######## design 1 ########
==> config.mk <==
export PLATFORM = sky130hd
export DESIGN_NAME = csr_machine_unit
export DESIGN_NICKNAME = d
export VERILOG_FILES = /design/src/rtl/csr_machine_unit.sv
export SDC_FILE = /design/constraint.sdc
export NUM_CORES = 1
export LEC_CHECK = 0
export CAP_MARGIN = 30
export CORE_MARGIN = 2
export CORE_UTILIZATION = 46
export CTS_CLUSTER_SIZE = 40
export DETAILED_ROUTE_END_ITERATION = 16
export PLACE_DENSITY = 0.8
export SYNTH_ARGS = -nofsm -noshare
export SYNTH_HDL_FRONTEND = slang
export SYNTH_SLANG_ARGS = --single-unit
==> constraint.sdc <==
create_clock -name clk -period 11.85 [get_ports clk]
set_clock_uncertainty 0.05 [all_clocks]
set_input_delay 3.555 -clock clk [delete_from_list [all_inputs] [get_ports clk]]
set_output_delay 3.555 -clock clk [all_outputs]
set_load 0.01 [all_outputs]
==> src/rtl/csr_machine_unit.sv <==
// Machine-mode CSR file: address decode, read-modify-write ops, trap entry/return,
// interrupt arbitration and the 64-bit mcycle/minstret counters.
module csr_machine_unit #(
   parameter int          XLEN        = 32,
   parameter logic [31:0] MTVEC_RESET = 32'h0000_0000,
   parameter int          HART_ID     = 0,
   parameter bit          CNT_EN      = 1'b1
) (
   input  logic            clk,
   input  logic            rst,
   input  logic [11:0]     csr_addr,
   input  logic [1:0]      csr_op,
   input  logic [XLEN-1:0] csr_wdata,
   output logic [XLEN-1:0] csr_rdata,
   output logic            csr_illegal,
   input  logic            trap_req,
   input  logic [XLEN-1:0] trap_cause,
   input  logic [XLEN-1:0] trap_pc,
   input  logic [XLEN-1:0] trap_val,
   input  logic            mret,
   input  logic            instret_inc,
   input  logic            irq_ext,
   input  logic            irq_tim,
   input  logic            irq_sw,
   output logic            irq_take,
   output logic [XLEN-1:0] irq_cause,
   output logic [XLEN-1:0] trap_vector,
   output logic [XLEN-1:0] epc_out
);

   localparam logic [11:0] A_MSTATUS   = 12'h300;
   localparam logic [11:0] A_MISA      = 12'h301;
   localparam logic [11:0] A_MIE       = 12'h304;
   localparam logic [11:0] A_MTVEC     = 12'h305;
   localparam logic [11:0] A_MSCRATCH  = 12'h340;
   localparam logic [11:0] A_MEPC      = 12'h341;
   localparam logic [11:0] A_MCAUSE    = 12'h342;
   localparam logic [11:0] A_MTVAL     = 12'h343;
   localparam logic [11:0] A_MIP       = 12'h344;
   localparam logic [11:0] A_MCYCLE    = 12'hB00;
   localparam logic [11:0] A_MINSTRET  = 12'hB02;
   localparam logic [11:0] A_MCYCLEH   = 12'hB80;
   localparam logic [11:0] A_MINSTRETH = 12'hB82;
   localparam logic [11:0] A_MHARTID   = 12'hF14;

   localparam logic [XLEN-1:0] MISA_VAL   = 32'h4000_0100;
   localparam logic [XLEN-1:0] MIE_MASK   = 32'h0000_0888;
   localparam logic [XLEN-1:0] MTVEC_MASK = 32'hFFFF_FFFD;
   localparam logic [XLEN-1:0] EPC_MASK   = 32'hFFFF_FFFC;

   logic            r_mstatus_mie;
   logic            r_mstatus_mpie;
   logic [XLEN-1:0] r_mie;
   logic [XLEN-1:0] r_mtvec;
   logic [XLEN-1:0] r_mscratch;
   logic [XLEN-1:0] r_mepc;
   logic [XLEN-1:0] r_mcause;
   logic [XLEN-1:0] r_mtval;
   logic [63:0]     r_mcycle;
   logic [63:0]     r_minstret;

   logic [XLEN-1:0] w_mstatus;
   logic [XLEN-1:0] w_mip;
   logic [XLEN-1:0] w_pend;
   logic [XLEN-1:0] w_rdata;
   logic [XLEN-1:0] w_new;
   logic [XLEN-1:0] w_base;
   logic            w_mapped;
   logic            w_ro;
   logic            w_wr;

   // MPP is hardwired to machine mode, so only MIE and MPIE are stored.
   assign w_mstatus = {19'b0, 2'b11, 3'b0, r_mstatus_mpie, 3'b0, r_mstatus_mie, 3'b0};
   assign w_mip     = {20'b0, irq_ext, 3'b0, irq_tim, 3'b0, irq_sw, 3'b0};
   assign w_pend    = w_mip & r_mie;

   always_comb begin
      w_rdata  = '0;
      w_mapped = 1'b1;
      w_ro     = 1'b0;
      case (csr_addr)
         A_MSTATUS:   w_rdata = w_mstatus;
         A_MISA:      begin w_rdata = MISA_VAL; w_ro = 1'b1; end
         A_MIE:       w_rdata = r_mie;
         A_MTVEC:     w_rdata = r_mtvec;
         A_MSCRATCH:  w_rdata = r_mscratch;
         A_MEPC:      w_rdata = r_mepc;
         A_MCAUSE:    w_rdata = r_mcause;
         A_MTVAL:     w_rdata = r_mtval;
         A_MIP:       begin w_rdata = w_mip; w_ro = 1'b1; end
         A_MCYCLE:    begin w_rdata = CNT_EN ? r_mcycle[31:0]   : '0; w_ro = !CNT_EN; end
         A_MCYCLEH:   begin w_rdata = CNT_EN ? r_mcycle[63:32]  : '0; w_ro = !CNT_EN; end
         A_MINSTRET:  begin w_rdata = CNT_EN ? r_minstret[31:0] : '0; w_ro = !CNT_EN; end
         A_MINSTRETH: begin w_rdata = CNT_EN ? r_minstret[63:32]: '0; w_ro = !CNT_EN; end
         A_MHARTID:   begin w_rdata = 32'(HART_ID); w_ro = 1'b1; end
         default:     w_mapped = 1'b0;
      endcase
   end

   always_comb begin
      case (csr_op)
         2'b01:   w_new = csr_wdata;
         2'b10:   w_new = w_rdata | csr_wdata;
         2'b11:   w_new = w_rdata & ~csr_wdata;
         default: w_new = w_rdata;
      endcase
   end

   assign csr_rdata   = w_rdata;
   assign csr_illegal = !w_mapped || ((csr_op != 2'b00) && w_ro);
   // A trap or mret in the same cycle swallows the CSR access completely.
   assign w_wr        = (csr_op != 2'b00) && !csr_illegal && !trap_req && !mret;

   always_ff @(posedge clk or posedge rst) begin
      if (rst) begin
         r_mstatus_mie  <= 1'b0;
         r_mstatus_mpie <= 1'b0;
         r_mepc         <= '0;
         r_mcause       <= '0;
         r_mtval        <= '0;
      end else if (trap_req) begin
         r_mstatus_mpie <= r_mstatus_mie;
         r_mstatus_mie  <= 1'b0;
         r_mepc         <= trap_pc & EPC_MASK;
         r_mcause       <= trap_cause;
         r_mtval        <= trap_val;
      end else if (mret) begin
         r_mstatus_mie  <= r_mstatus_mpie;
         r_mstatus_mpie <= 1'b1;
      end else if (w_wr) begin
         case (csr_addr)
            A_MSTATUS: begin
               r_mstatus_mie  <= w_new[3];
               r_mstatus_mpie <= w_new[7];
            end
            A_MEPC:   r_mepc   <= w_new & EPC_MASK;
            A_MCAUSE: r_mcause <= w_new;
            A_MTVAL:  r_mtval  <= w_new;
            default:  ;
         endcase
      end
   end

   always_ff @(posedge clk or posedge rst) begin
      if (rst) begin
         r_mie      <= '0;
         r_mtvec    <= MTVEC_RESET;
         r_mscratch <= '0;
      end else if (w_wr) begin
         case (csr_addr)
            A_MIE:      r_mie      <= w_new & MIE_MASK;
            A_MTVEC:    r_mtvec    <= w_new & MTVEC_MASK;
            A_MSCRATCH: r_mscratch <= w_new;
            default:    ;
         endcase
      end
   end

   // A write to either half replaces it and holds the counter for that cycle.
   always_ff @(posedge clk or posedge rst) begin
      if (rst)                                   r_mcycle <= '0;
      else if (w_wr && (csr_addr == A_MCYCLE))   r_mcycle[31:0]  <= w_new;
      else if (w_wr && (csr_addr == A_MCYCLEH))  r_mcycle[63:32] <= w_new;
      else if (CNT_EN)                           r_mcycle <= r_mcycle + 64'd1;
   end

   always_ff @(posedge clk or posedge rst) begin
      if (rst)                                    r_minstret <= '0;
      else if (w_wr && (csr_addr == A_MINSTRET))  r_minstret[31:0]  <= w_new;
      else if (w_wr && (csr_addr == A_MINSTRETH)) r_minstret[63:32] <= w_new;
      else if (CNT_EN && instret_inc)             r_minstret <= r_minstret + 64'd1;
   end

   assign irq_take = r_mstatus_mie && (w_pend != '0);

   always_comb begin
      if (w_pend[11])     irq_cause = 32'h8000_000B;
      else if (w_pend[3]) irq_cause = 32'h8000_0003;
      else if (w_pend[7]) irq_cause = 32'h8000_0007;
      else                irq_cause = '0;
   end

   assign w_base      = {r_mtvec[31:2], 2'b00};
   assign trap_vector = (r_mtvec[0] && trap_cause[31])
                        ? w_base + ({1'b0, trap_cause[30:0]} << 2)
                        : w_base;
   assign epc_out     = r_mepc;

endmodule

######## design 2 ########
## src/rtl/tl_grant_pkg.sv

```systemverilog
// Shared types and constants for the grant beat collector.
// Holds line geometry, the block-get grant type and the FSM state enum.
package tl_grant_pkg;

    localparam logic [3:0] G_TYPE_GET_DATA_BLOCK = 4'd4;
    localparam int         BEATS_PER_LINE        = 8;
    localparam int         BEAT_W                = 64;
    localparam int         LINE_W                = 512;
    localparam int         CNT_W                 = 3;

    typedef enum logic [1:0] {
        IDLE    = 2'd0,
        COLLECT = 2'd1,
        FULL    = 2'd2
    } state_t;

    function automatic logic is_multibeat(
        input logic       builtin,
        input logic [3:0] g_type
    );
        return !builtin || (g_type == G_TYPE_GET_DATA_BLOCK);
    endfunction

endpackage

```

## src/rtl/grant_beat_collector.sv

```systemverilog
// Gathers grant beats into a full 512-bit line and holds it for release.
// Build option: GRANT_BEAT_CHECK_EN enables the sticky beat-order check.
module grant_beat_collector
    import tl_grant_pkg::*;
(
    input  logic              clk,
    input  logic              reset,
    input  logic              io_in_valid,
    output logic              io_in_ready,
    input  logic [2:0]        io_in_bits_addr_beat,
    input  logic              io_in_bits_client_xact_id,
    input  logic [1:0]        io_in_bits_manager_xact_id,
    input  logic              io_in_bits_is_builtin_type,
    input  logic [3:0]        io_in_bits_g_type,
    input  logic [BEAT_W-1:0] io_in_bits_data,
    output logic              io_out_valid,
    input  logic              io_out_ready,
    output logic              io_out_bits_client_xact_id,
    output logic [1:0]        io_out_bits_manager_xact_id,
    output logic              io_out_bits_is_builtin_type,
    output logic [3:0]        io_out_bits_g_type,
    output logic [LINE_W-1:0] io_out_bits_data,
    output logic [CNT_W-1:0]  io_cnt,
    output logic              io_beat_err
);

    state_t r_state;
    state_t w_state_nxt;

    logic [CNT_W-1:0]                      r_cnt;
    logic [BEATS_PER_LINE-1:0][BEAT_W-1:0] r_lanes;
    logic                                  r_cid;
    logic [1:0]                            r_mid;
    logic                                  r_builtin;
    logic [3:0]                            r_gtype;

    logic             w_in_fire;
    logic             w_out_fire;
    logic             w_multi;
    logic [CNT_W-1:0] w_first_lane;

    // Handshake flags come from state alone, so no ready-to-ready path.
    assign io_in_ready  = (r_state == IDLE) || (r_state == COLLECT);
    assign io_out_valid = (r_state == FULL);
    assign w_in_fire    = io_in_valid && io_in_ready;
    assign w_out_fire   = io_out_valid && io_out_ready;

    assign w_multi = is_multibeat(io_in_bits_is_builtin_type,
                                  io_in_bits_g_type);
    assign w_first_lane = w_multi ? '0 : io_in_bits_addr_beat;

    always_ff @(posedge clk) begin
        if (!reset) begin
            r_state <= IDLE;
        end else begin
            r_state <= w_state_nxt;
        end
    end

    always_comb begin
        w_state_nxt = r_state;
        unique case (r_state)
            IDLE: begin
                if (w_in_fire) begin
                    w_state_nxt = w_multi ? COLLECT : FULL;
                end
            end
            COLLECT: begin
                if (w_in_fire && (r_cnt == CNT_W'(BEATS_PER_LINE - 1))) begin
                    w_state_nxt = FULL;
                end
            end
            FULL: begin
                if (w_out_fire) begin
                    w_state_nxt = IDLE;
                end
            end
            default: begin
                w_state_nxt = IDLE;
            end
        endcase
    end

    always_ff @(posedge clk) begin
        if (!reset) begin
            r_cnt     <= '0;
            r_lanes   <= '0;
            r_cid     <= 1'b0;
            r_mid     <= '0;
            r_builtin <= 1'b0;
            r_gtype   <= '0;
        end else if (w_in_fire) begin
            if (r_state == IDLE) begin
                r_cid                 <= io_in_bits_client_xact_id;
                r_mid                 <= io_in_bits_manager_xact_id;
                r_builtin             <= io_in_bits_is_builtin_type;
                r_gtype               <= io_in_bits_g_type;
                r_lanes               <= '0;
                r_lanes[w_first_lane] <= io_in_bits_data;
                r_cnt                 <= w_multi ? CNT_W'(1) : '0;
            end else begin
                // Counter wraps 7 -> 0 on the last beat of the line.
                r_lanes[r_cnt] <= io_in_bits_data;
                r_cnt          <= r_cnt + CNT_W'(1);
            end
        end
    end

    assign io_out_bits_client_xact_id  = r_cid;
    assign io_out_bits_manager_xact_id = r_mid;
    assign io_out_bits_is_builtin_type = r_builtin;
    assign io_out_bits_g_type          = r_gtype;
    assign io_out_bits_data            = r_lanes;
    assign io_cnt                      = r_cnt;

`ifdef GRANT_BEAT_CHECK_EN
    logic [CNT_W-1:0] w_exp_beat;
    logic             w_mismatch;
    logic             r_beat_err;

    assign w_exp_beat = (r_state == COLLECT) ? r_cnt : '0;
    assign w_mismatch = w_in_fire
                     && ((r_state == COLLECT) || w_multi)
                     && (io_in_bits_addr_beat != w_exp_beat);

    always_ff @(posedge clk) begin
        if (!reset) begin
            r_beat_err <= 1'b0;
        end else if (w_mismatch) begin
            r_beat_err <= 1'b1;
        end
    end

    assign io_beat_err = r_beat_err;
`else
    assign io_beat_err = 1'b0;
`endif

endmodule
```

## config.mk

```make
export PLATFORM = sky130hd
export DESIGN_NAME = grant_beat_collector
export DESIGN_NICKNAME = d
export VERILOG_FILES = /design/src/rtl/tl_grant_pkg.sv /design/src/rtl/grant_beat_collector.sv
export SDC_FILE = /design/constraint.sdc
export NUM_CORES = 1
export LEC_CHECK = 0
export ABC_CLOCK_PERIOD_IN_PS = 1650
export CAP_MARGIN = 20
export CORE_AREA = 5 5 231 233
export CTS_CLUSTER_DIAMETER = 80
export CTS_CLUSTER_SIZE = 20
export DETAILED_ROUTE_END_ITERATION = 10
export DIE_AREA = 0 0 236 238
export PLACE_DENSITY = 0.8
export SETUP_SLACK_MARGIN = 0.4
export SLEW_MARGIN = 40
export SYNTH_ARGS = -nofsm -noshare
export SYNTH_HDL_FRONTEND = slang
export SYNTH_SLANG_ARGS = --single-unit
```

## constraint.sdc

```tcl
create_clock -name clk -period 1.65 [get_ports clk]
set_input_delay 0.33 -clock clk [delete_from_list [all_inputs] [get_ports clk]]
set_output_delay 0.33 -clock clk [all_outputs]
set_load 0.02 [all_outputs]
```

######## design 3 ########
`src/rtl/flowid_alloc_arb.sv`:
```
// Flow-ID allocation arbiter: shares the manager's allocate port among requesters,
// merges return streams, and screens out double-frees / never-issued IDs.
package tcp_pkg;
  localparam int FLOWID_W = 8;
endpackage

module flowid_alloc_arb #(
  parameter int NUM_REQ  = 4,
  parameter int NUM_RET  = 2,
  parameter int FLOWID_W = tcp_pkg::FLOWID_W
) (
  input  logic                         clk,
  input  logic                         rst_n,
  input  logic [NUM_REQ-1:0]           alloc_val,
  output logic [NUM_REQ-1:0]           alloc_rdy,
  output logic [NUM_REQ-1:0]           alloc_resp_val,
  output logic [FLOWID_W-1:0]          alloc_resp_flowid,
  input  logic [NUM_REQ-1:0]           alloc_resp_rdy,
  input  logic [NUM_RET-1:0]           ret_val,
  input  logic [NUM_RET*FLOWID_W-1:0]  ret_flowid,
  output logic [NUM_RET-1:0]           ret_rdy,
  output logic                         mgr_flowid_req,
  input  logic                         mgr_flowid_avail,
  input  logic [FLOWID_W-1:0]          mgr_flowid,
  output logic                         mgr_ret_val,
  output logic [FLOWID_W-1:0]          mgr_ret_id,
  input  logic                         mgr_ret_rdy,
  output logic [FLOWID_W:0]            outstanding,
  output logic                         err_bad_ret
);

  localparam int AIW = $clog2(NUM_REQ);
  localparam int RIW = (NUM_RET > 1) ? $clog2(NUM_RET) : 1;
  localparam int NID = 1 << FLOWID_W;

  typedef enum logic [0:0] {
    S_IDLE = 1'b0,
    S_RESP = 1'b1
  } state_t;

  state_t               state_r;
  state_t               state_nxt_s;
  logic [AIW-1:0]       alloc_ptr_r;
  logic [AIW-1:0]       alloc_ptr_nxt_s;
  logic [AIW-1:0]       grant_idx_s;
  logic [AIW-1:0]       resp_idx_r;
  logic [FLOWID_W-1:0]  resp_id_r;
  logic [RIW-1:0]       ret_ptr_r;
  logic [RIW-1:0]       ret_ptr_nxt_s;
  logic [RIW-1:0]       ret_idx_s;
  logic [FLOWID_W-1:0]  ret_id_s;
  logic [NID-1:0]       inuse_r;
  logic [FLOWID_W:0]    outstanding_r;
  logic                 alloc_fire_s;
  logic                 ret_any_s;
  logic                 ret_ok_s;
  logic                 ret_take_s;
  logic                 ret_fwd_s;

  // First set bit of req at or after ptr, wrapping modulo n (n <= 8).
  function automatic int rr_pick(input logic [7:0] req, input int ptr, input int n);
    int   sel;
    int   idx;
    logic found;
    logic hit;
    sel   = ptr;
    found = 1'b0;
    for (int k = 0; k < 8; k++) begin
      idx   = (ptr + k) % n;
      hit   = (k < n) && !found && req[idx[2:0]];
      sel   = hit ? idx : sel;
      found = found | hit;
    end
    return sel;
  endfunction

  // Allocation grant: only from IDLE and only while the manager has an ID.
  always_comb begin
    grant_idx_s     = AIW'(rr_pick(8'(alloc_val), int'(alloc_ptr_r), NUM_REQ));
    alloc_ptr_nxt_s = AIW'((int'(grant_idx_s) + 1) % NUM_REQ);
    alloc_fire_s    = rst_n && (state_r == S_IDLE) && (|alloc_val) && mgr_flowid_avail;
    mgr_flowid_req  = alloc_fire_s;
    alloc_rdy       = '0;
    if (alloc_fire_s) begin
      alloc_rdy[grant_idx_s] = 1'b1;
    end else begin
      alloc_rdy = '0;
    end
  end

  // Return selection and screening against the in-use table.
  always_comb begin
    ret_idx_s     = RIW'(rr_pick(8'(ret_val), int'(ret_ptr_r), NUM_RET));
    ret_ptr_nxt_s = RIW'((int'(ret_idx_s) + 1) % NUM_RET);
    ret_id_s      = '0;
    for (int i = 0; i < NUM_RET; i++) begin
      ret_id_s = ret_id_s |
                 (ret_flowid[i*FLOWID_W +: FLOWID_W] & {FLOWID_W{int'(ret_idx_s) == i}});
    end
    ret_any_s   = rst_n && (|ret_val);
    ret_ok_s    = inuse_r[ret_id_s];
    ret_fwd_s   = ret_any_s && ret_ok_s && mgr_ret_rdy;
    // A bad return is consumed even while the manager FIFO is full.
    ret_take_s  = ret_any_s && (!ret_ok_s || mgr_ret_rdy);
    mgr_ret_val = ret_any_s && ret_ok_s;
    mgr_ret_id  = mgr_ret_val ? ret_id_s : '0;
    err_bad_ret = ret_any_s && !ret_ok_s;
    ret_rdy     = '0;
    if (ret_take_s) begin
      ret_rdy[ret_idx_s] = 1'b1;
    end else begin
      ret_rdy = '0;
    end
  end

  // Response outputs come straight from registers.
  always_comb begin
    alloc_resp_val    = '0;
    alloc_resp_flowid = resp_id_r;
    outstanding       = outstanding_r;
    if (state_r == S_RESP) begin
      alloc_resp_val[resp_idx_r] = 1'b1;
    end else begin
      alloc_resp_val = '0;
    end
  end

  // FSM next state.
  always_comb begin
    state_nxt_s = state_r;
    case (state_r)
      S_IDLE: begin
        if (alloc_fire_s) begin
          state_nxt_s = S_RESP;
        end else begin
          state_nxt_s = S_IDLE;
        end
      end
      S_RESP: begin
        if (alloc_resp_rdy[resp_idx_r]) begin
          state_nxt_s = S_IDLE;
        end else begin
          state_nxt_s = S_RESP;
        end
      end
      default: state_nxt_s = S_IDLE;
    endcase
  end

  // FSM state register.
  always_ff @(posedge clk or negedge rst_n) begin
    if (!rst_n) begin
      state_r <= S_IDLE;
    end else begin
      state_r <= state_nxt_s;
    end
  end

  // Grant bookkeeping: pointer and latched response.
  always_ff @(posedge clk or negedge rst_n) begin
    if (!rst_n) begin
      alloc_ptr_r <= '0;
      resp_id_r   <= '0;
      resp_idx_r  <= '0;
    end else if (alloc_fire_s) begin
      alloc_ptr_r <= alloc_ptr_nxt_s;
      resp_id_r   <= mgr_flowid;
      resp_idx_r  <= grant_idx_s;
    end
  end

  // Return round-robin pointer.
  always_ff @(posedge clk or negedge rst_n) begin
    if (!rst_n) begin
      ret_ptr_r <= '0;
    end else if (ret_take_s) begin
      ret_ptr_r <= ret_ptr_nxt_s;
    end
  end

  // In-use table; the set is written last so it wins a same-index clear.
  always_ff @(posedge clk or negedge rst_n) begin
    if (!rst_n) begin
      inuse_r <= '0;
    end else begin
      if (ret_fwd_s) begin
        inuse_r[ret_id_s] <= 1'b0;
      end
      if (alloc_fire_s) begin
        inuse_r[mgr_flowid] <= 1'b1;
      end
    end
  end

  // Outstanding ID count.
  always_ff @(posedge clk or negedge rst_n) begin
    if (!rst_n) begin
      outstanding_r <= '0;
    end else begin
      case ({alloc_fire_s, ret_fwd_s})
        2'b10:   outstanding_r <= outstanding_r + {{FLOWID_W{1'b0}}, 1'b1};
        2'b01:   outstanding_r <= outstanding_r - {{FLOWID_W{1'b0}}, 1'b1};
        default: outstanding_r <= outstanding_r;
      endcase
    end
  end

endmodule

```
`config.mk`:
```
export PLATFORM = sky130hd
export DESIGN_NAME = flowid_alloc_arb
export DESIGN_NICKNAME = d
export VERILOG_FILES = /design/src/rtl/flowid_alloc_arb.sv
export SDC_FILE = /design/constraint.sdc
export NUM_CORES = 1
export LEC_CHECK = 0
export CAP_MARGIN = 20
export CORE_ASPECT_RATIO = 0.8
export CORE_UTILIZATION = 50
export CTS_BUF_LIST = sky130_fd_sc_hd__clkbuf_4 sky130_fd_sc_hd__clkbuf_8 sky130_fd_sc_hd__clkbuf_16
export DETAILED_ROUTE_END_ITERATION = 10
export PLACE_DENSITY_LB_ADDON = 0.05
export SLEW_MARGIN = 0
export SYNTH_ARGS = -nofsm -noshare
export SYNTH_HDL_FRONTEND = slang
export SYNTH_SLANG_ARGS = --single-unit
```
`constraint.sdc`:
```
create_clock -name clk -period 7.1 [get_ports clk]
set_input_delay 1.42 -clock clk [delete_from_list [all_inputs] [get_ports clk]]
set_output_delay 1.42 -clock clk [all_outputs]
set_load 0.02 [all_outputs]
```
######## design 4 ########
File: config.mk
export PLATFORM = sky130hd
export DESIGN_NAME = divclock_tick_counter
export DESIGN_NICKNAME = d
export VERILOG_FILES = /design/src/rtl/divclock_pkg.sv /design/src/rtl/divclock_tick_counter_edge_sync.sv /design/src/rtl/divclock_tick_counter.sv
export SDC_FILE = /design/constraint.sdc
export NUM_CORES = 1
export LEC_CHECK = 0
export ABC_AREA = 1
export CAP_MARGIN = 10
export CORE_MARGIN = 10
export CORE_UTILIZATION = 45
export DETAILED_ROUTE_END_ITERATION = 16
export HOLD_SLACK_MARGIN = 0.15
export PLACE_DENSITY = 0.83
export SLEW_MARGIN = 0
export SYNTH_ARGS = -nofsm -noshare
export SYNTH_HDL_FRONTEND = slang
export SYNTH_HIERARCHICAL = 1
export SYNTH_SLANG_ARGS = --single-unit
File: constraint.sdc
create_clock -name clk -period 4.2 [get_ports clk]
set_clock_uncertainty 0.05 [all_clocks]
set_input_delay 0.84 -clock clk [delete_from_list [all_inputs] [get_ports clk]]
set_output_delay 0.84 -clock clk [all_outputs]
set_load 0.1 [all_outputs]
File: src/rtl/divclock_pkg.sv
// Shared types and constants for the divided-clock tick counter.
// Holds the FSM state encoding, source-select codes and synchronizer depth.
package divclock_pkg;

  typedef enum logic [1:0] {
    IDLE  = 2'd0,
    RUN   = 2'd1,
    PAUSE = 2'd2
  } state_e;

  localparam logic [1:0] SEL_BIT0 = 2'd0;
  localparam logic [1:0] SEL_BIT1 = 2'd1;
  localparam logic [1:0] SEL_BIT2 = 2'd2;

  localparam int SYNC_DEPTH = 2;

  // Codes 2 and 3 both pick the slowest divider bit.
  function automatic logic pick_bit(input logic [2:0] v, input logic [1:0] sel);
    case (sel)
      SEL_BIT0: return v[0];
      SEL_BIT1: return v[1];
      default:  return v[2];
    endcase
  endfunction

endpackage

File: src/rtl/divclock_tick_counter_edge_sync.sv
// Two-flop synchronizer on every divider bit, then rising-edge detect on the
// selected bit against a history flop; history reloads on source switch or warm-up.
module divclock_tick_counter_edge_sync
  import divclock_pkg::*;
(
  input  logic       clk,
  input  logic       rst,
  input  logic [2:0] async_i,
  input  logic [1:0] sel_i,
  input  logic       hist_load_i,
  output logic       edge_o
);

  localparam int WARM = SYNC_DEPTH + 1;

  logic [SYNC_DEPTH-1:0][2:0] sync_q;
  logic                       hist_q;
  logic [1:0]                 warm_q;
  logic                       cur;
  logic                       warm;

  assign cur  = pick_bit(sync_q[SYNC_DEPTH-1], sel_i);
  // Until the synchronizer has flushed its reset zeros, a bit that was already
  // high would look like a rising edge; hold the history in load mode instead.
  assign warm = (warm_q != 2'(WARM));

  assign edge_o = cur & ~hist_q & ~hist_load_i & ~warm;

  always_ff @(posedge clk) begin
    if (rst) begin
      sync_q <= '0;
      hist_q <= 1'b0;
      warm_q <= '0;
    end else begin
      sync_q <= {sync_q[SYNC_DEPTH-2:0], async_i};
      hist_q <= cur;
      if (warm) begin
        warm_q <= warm_q + 2'd1;
      end
    end
  end

endmodule

File: src/rtl/divclock_tick_counter.sv
// Counts rising edges of a selected divider bit, modulo MOD, in the clk domain.
// Tick/tc are registered single-cycle pulses; run/pause/idle FSM gates counting.
module divclock_tick_counter
  import divclock_pkg::*;
#(
  parameter int MOD = 10,
  parameter int W   = 4
) (
  input  logic         clk,
  input  logic         rst,
  input  logic [2:0]   divclock,
  input  logic [1:0]   sel,
  input  logic         en,
  input  logic         clear,
  output logic         tick,
  output logic [W-1:0] count,
  output logic         tc,
  output logic         running
);

  localparam logic [W-1:0] LAST = W'(MOD - 1);

  state_e       state_q, state_d;
  logic [W-1:0] count_q, count_d;
  logic         tc_q, tc_d;
  logic         tick_q;
  logic [1:0]   sel_q;
  logic         edge_w;

  divclock_tick_counter_edge_sync u_sync (
    .clk         (clk),
    .rst         (rst),
    .async_i     (divclock),
    .sel_i       (sel),
    .hist_load_i (sel != sel_q),
    .edge_o      (edge_w)
  );

  always_comb begin
    state_d = state_q;
    count_d = count_q;
    tc_d    = 1'b0;
    case (state_q)
      IDLE: begin
        count_d = '0;
        if (en) state_d = RUN;
      end
      RUN: begin
        if (edge_w) begin
          if (count_q == LAST) begin
            count_d = '0;
            tc_d    = 1'b1;
          end else begin
            count_d = count_q + W'(1);
          end
        end
        if (!en) state_d = PAUSE;
      end
      PAUSE: begin
        if (en) state_d = RUN;
      end
      default: state_d = IDLE;
    endcase
    // Clear overrides any count or wrap from an edge in the same cycle.
    if (clear) begin
      state_d = IDLE;
      count_d = '0;
      tc_d    = 1'b0;
    end
  end

  always_ff @(posedge clk) begin
    if (rst) begin
      state_q <= IDLE;
      count_q <= '0;
      tc_q    <= 1'b0;
      tick_q  <= 1'b0;
      sel_q   <= 2'd0;
    end else begin
      state_q <= state_d;
      count_q <= count_d;
      tc_q    <= tc_d;
      tick_q  <= edge_w;
      sel_q   <= sel;
    end
  end

  assign tick    = tick_q;
  assign count   = count_q;
  assign tc      = tc_q;
  assign running = (state_q == RUN);

endmodule

Fig. 1: design 2, logic cells by family
Bar = 50 µm.
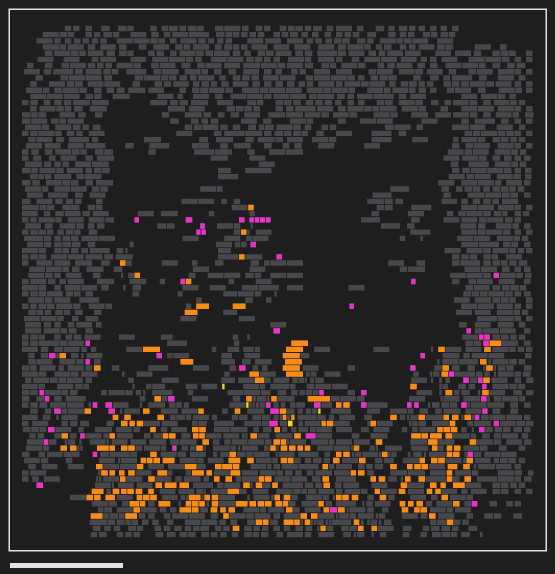
- orange: aoi and oai cells (cells 244)
- magenta: and/or cells (cells 64)
- yellow: inv cells (cells 4; where bottom middle)

==> results.py, design 2 <==
# Auto-generated metrics
metrics = {
    "cells_and_area": {
        "largest_class": "registers",
        "largest_reg_flops": 512,
        "clock_area_share_pct": 3.43,
        "drive_gt1_share_pct": 24.4,
    },
    "drt": {
        "num_vias": 18364,
        "wl_met1_mm": 32.1,
    },
    "placed_design": {
        "globalplace.congestion": 0.930,
    },
    "final_timing": {
        "fin_ws_ns": -0.140,
        "setup_viol": 373,
    },
    "synth": {
        "ys_area_um2": 18700,
        "postSynthSeqShare_pct": 56.1,
    },
    "clock_tree": {
        "h-tree-depth": 2,
        "ctsLongestPathBuffers": 3,
        "clkTransAtPathRegs_ns": 0.09,
    },
    "critical_path": {
        "start_kind": "register",
        "max_stage_delay_ns": 0.49,
        "worst-r2r-cell-count": 4,
    },
    "power": {
        "power.density_nw_per_um2": 987,
        "p_sw_share_pct": 30.6,
        "ir_worst_vdd_uv": 905,
        "p_comb_share_pct": 21.1,
    },
    "status": {
        "violations": "negative setup slack",
        "status": "finished with violations",
    },
    "global_routing": {
        "gr-usage-met3_pct": 7.57,
    },
}
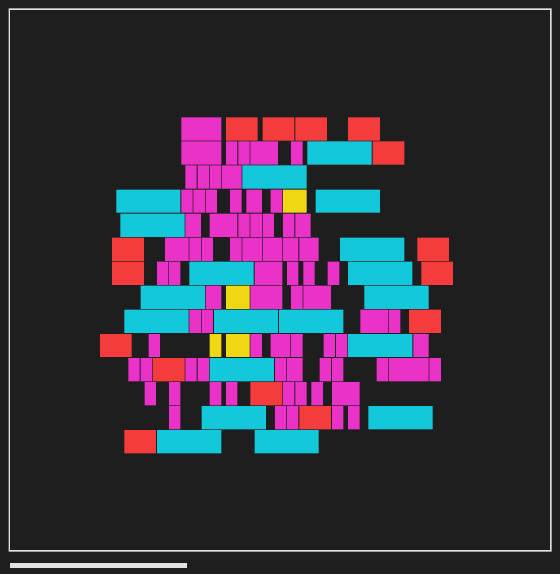
Fig. 2. Placement by cell class (design 4).
Bar = 20 µm.
- yellow: clock drivers and dummy loads (cells 4)
- red: remaining buffers and delay cells (cells 15)
- cyan: sequential cells (cells 19)
- magenta: combinational and other logic (cells 76)

==> results.py, design 4 <==
# Auto-generated metrics
metrics = {
    "synth": {
        "yosys-stat-cells": 96,
        "yosys_warnings": 6,
        "ys.flops": 19,
    },
    "cells_and_area": {
        "regArea_um2": 380,
        "layout.comb_gates.multi_input": 57,
        "largest_reg_flops": 6,
        "drive_gt1_share_pct": 7.89,
        "buffer_area_share_pct": 15.8,
    },
    "drt": {
        "wl_mm": 1.31,
    },
    "worst_hold_path": {
        "hold_path_end": "u_sync/sync_q[4]",
    },
    "die": {
        "io_pins": 16,
    },
    "global_routing": {
        "gr-usage-met3_pct": 1.85,
        "grt-busiest-layer": "met2",
    },
    "status": {
        "status": "completed",
    },
    "power": {
        "power_mw": 0.318,
    },
    "placed_design": {
        "place_hpwl_mm": 1.04,
        "globalplace.congestion": 0.794,
    },
    "clock_tree": {
        "hold_buffers": 0,
    },
    "final_timing": {
        "max_freq_mhz": 351,
    },
    "critical_path": {
        "worst-r2r-cell-count": 7,
    },
}
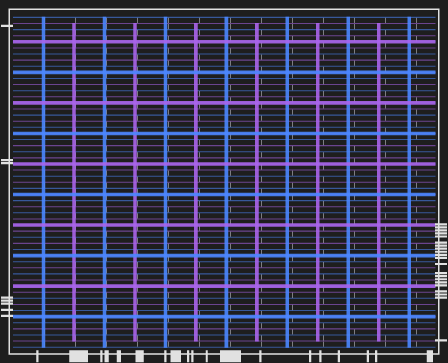
Fig. 3. Floorplan with the power grid (design 3).
Pins as bars on the die edge. Tap cells in grey.
- purple: VDD
- blue: VSS
- signal pins: 76
- met1 rails: 55
- rows: 54
- met5 straps: 10

Fig. 4: design 3, placement by cell class
Bar = 50 µm.
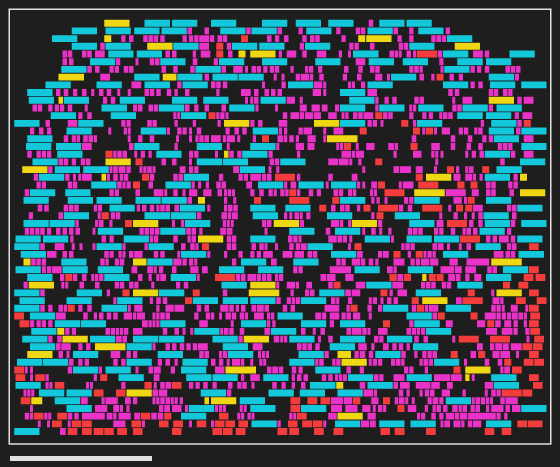
- cyan: sequential cells (cells 279)
- yellow: clock drivers and dummy loads (cells 54)
- red: remaining buffers and delay cells (cells 159)
- magenta: combinational and other logic (cells 1248)

==> results.py, design 3 <==
# Auto-generated metrics
metrics = {
    "final_timing": {
        "setup_viol": 0,
        "max_slew.worst_pin.slew_ns": 1.14,
        "slew_violations": 0,
        "fin_ws_ns": 0.153,
    },
    "synth": {
        "postSynthAreaPerCell_um2": 8.66,
        "synth_xor_xnor_area_share_pct": 0.431,
        "top_cell_area_share_pct": 49.1,
        "ys_top_logic_family": "AND-OR/OR-AND gates",
        "synth_cell_types": 71,
        "edf_count": 0,
    },
    "cells_and_area": {
        "layout.comb_gates.multi_input": 1235,
        "buffer_area_share_pct": 9.31,
        "final-comb-area_um2": 6650,
        "final_cell_mix": "o21ai_0 (528), nand2_1 (302), dfrtp_1 (279), nand3_1 (76), clkdlybuf4s50_1 (74)",
    },
    "critical_path": {
        "worstSetupEndpoint": "mgr_ret_id[6]",
        "arrival_ns": 5.53,
        "critical_path_class": "input pin to output pin",
        "worst-path-stages": 15,
    },
    "power": {
        "seqPwrFrac_pct": 35.8,
        "p_sw_share_pct": 35.2,
        "clock_power_mw": 1.72,
    },
    "clock_tree": {
        "clkTransAtPathRegs_ns": 0.06,
        "cts-root-buf": "clkbuf_16",
        "cts_tree": "done",
        "numCtsBuffers": 30,
    },
    "status": {
        "status": "completed",
    },
    "global_routing": {
        "grt-busiest-layer": "met1",
        "overflow": 0,
    },
    "drt": {
        "wl_mm": 53.4,
    },
    "placed_design": {
        "place_hpwl_mm": 36.3,
    },
}
Fig. 5: design 1, floorplan with the power grid
Pins as bars on the die edge. Tap cells in grey.
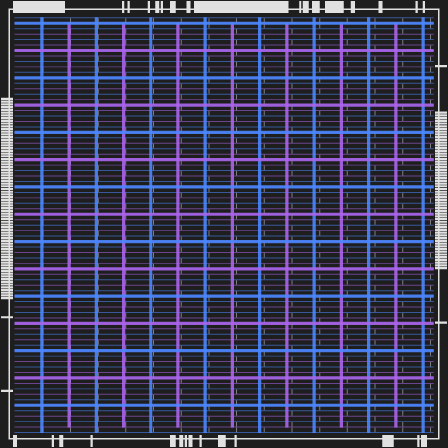
- blue: VSS
- purple: VDD
- met4 straps: 15
- met5 straps: 15
- met1 rails: 77
- tap cells: 585
- signal pins: 280

==> results.py, design 1 <==
# Auto-generated metrics
metrics = {
    "cells_and_area": {
        "buffer_area_share_pct": 12.2,
        "layoutNonFillerInstCount": 3332,
        "fin_area_um2": 24100,
        "utilization_pct": 55.8,
        "final_cell_mix": "nand2_1 (384), dfrtp_1 (290), a21oi_1 (244), clkdlybuf4s50_1 (244), nor2_1 (224)",
        "nFillCells": 3959,
    },
    "global_routing": {
        "use_met2_pct": 55.6,
        "grt_pass1_wl_mm": 131,
        "grt_pass1_vias": 20125,
        "overflow": 0,
    },
    "synth": {
        "yosys-stat-cells": 2589,
        "ys_area_um2": 20200,
        "synth-compound-area-share_pct": 24.1,
    },
    "power": {
        "p_clk_share_pct": 44.3,
        "p_int_mw": 1.84,
        "power-top-group": "clock",
        "ir_worst_vdd_uv": 99.0,
    },
    "final_timing": {
        "fin_ws_ns": 0.856,
        "finalCritPeriodShare_pct": 92.8,
    },
    "flow_run": {
        "warnings": 32,
    },
    "drt": {
        "wl_met3_mm": 12.5,
        "drt-wirelength-per-cell_um": 27.1,
        "wl_met2_mm": 37.0,
        "drc": 0,
    },
    "critical_path": {
        "cpMaxStageDelayCell": "clkdlybuf4s50_1",
        "max_stage_delay_ns": 1.03,
        "crit_family": "buffers and inverters",
        "required_ns": 8.25,
        "rrSetupSlack_ns": 8.19,
    },
    "die": {
        "die_x_um": 213,
    },
    "status": {
        "status": "completed",
    },
    "placed_design": {
        "place_hpwl_mm": 65.9,
    },
    "clock_tree": {
        "cts-root-buf": "clkbuf_16",
    },
}


## Gallery

Logic cells by family.
image #1
Bar = 50 µm.
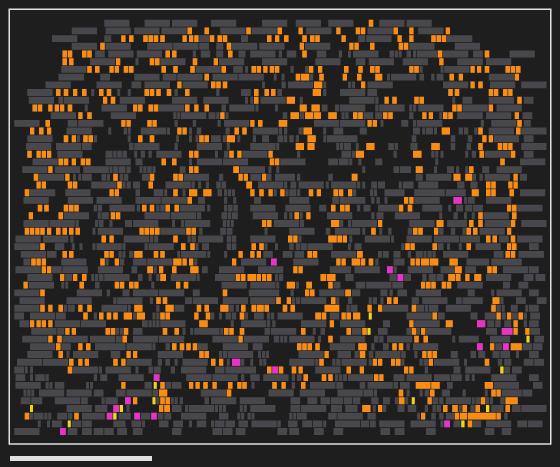
image #2
Bar = 50 µm.
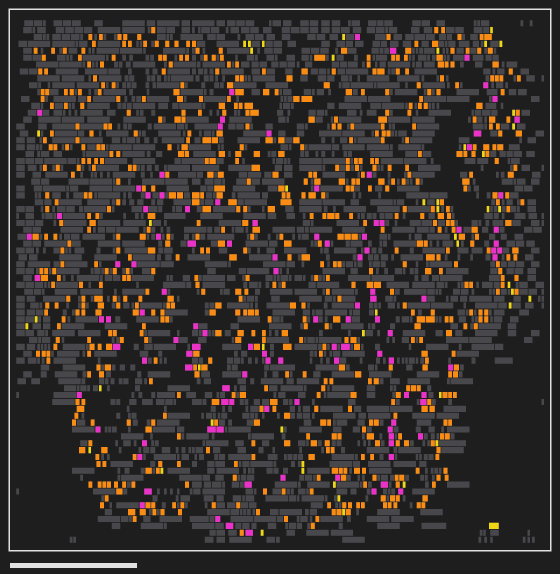
image #3
Bar = 20 µm.
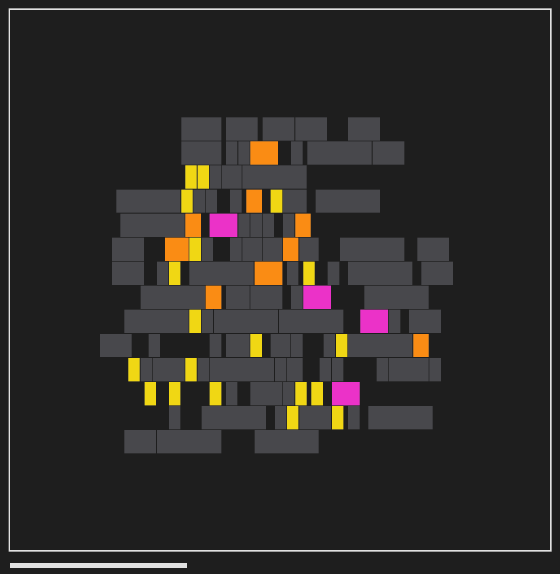
design 1 -> image #2
design 3 -> image #1
design 4 -> image #3
The one with the most cells is image #2.


==> screenshots <==
Clock wires, drivers and flops.
Plate I
Bar = 20 µm.
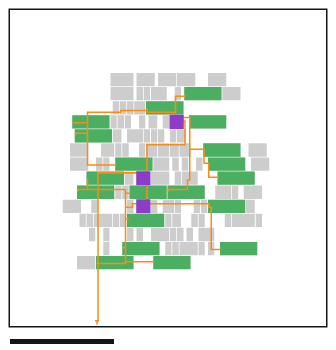
Plate II
Bar = 50 µm.
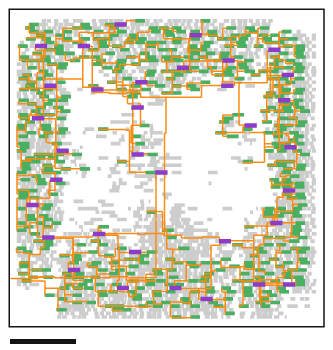
Plate III
Bar = 50 µm.
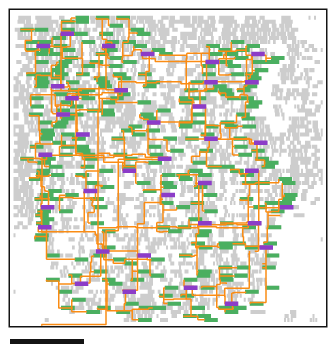
Plate IV
Bar = 50 µm.
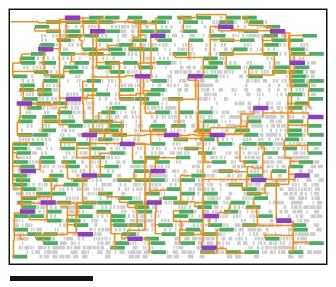
design 1 -> Plate III
design 4 -> Plate I
design 3 -> Plate IV
design 2 -> Plate II
Of these, smallest die: Plate I
Of these, most sequential cells: Plate II

Power and IR drop assume default switching activity.
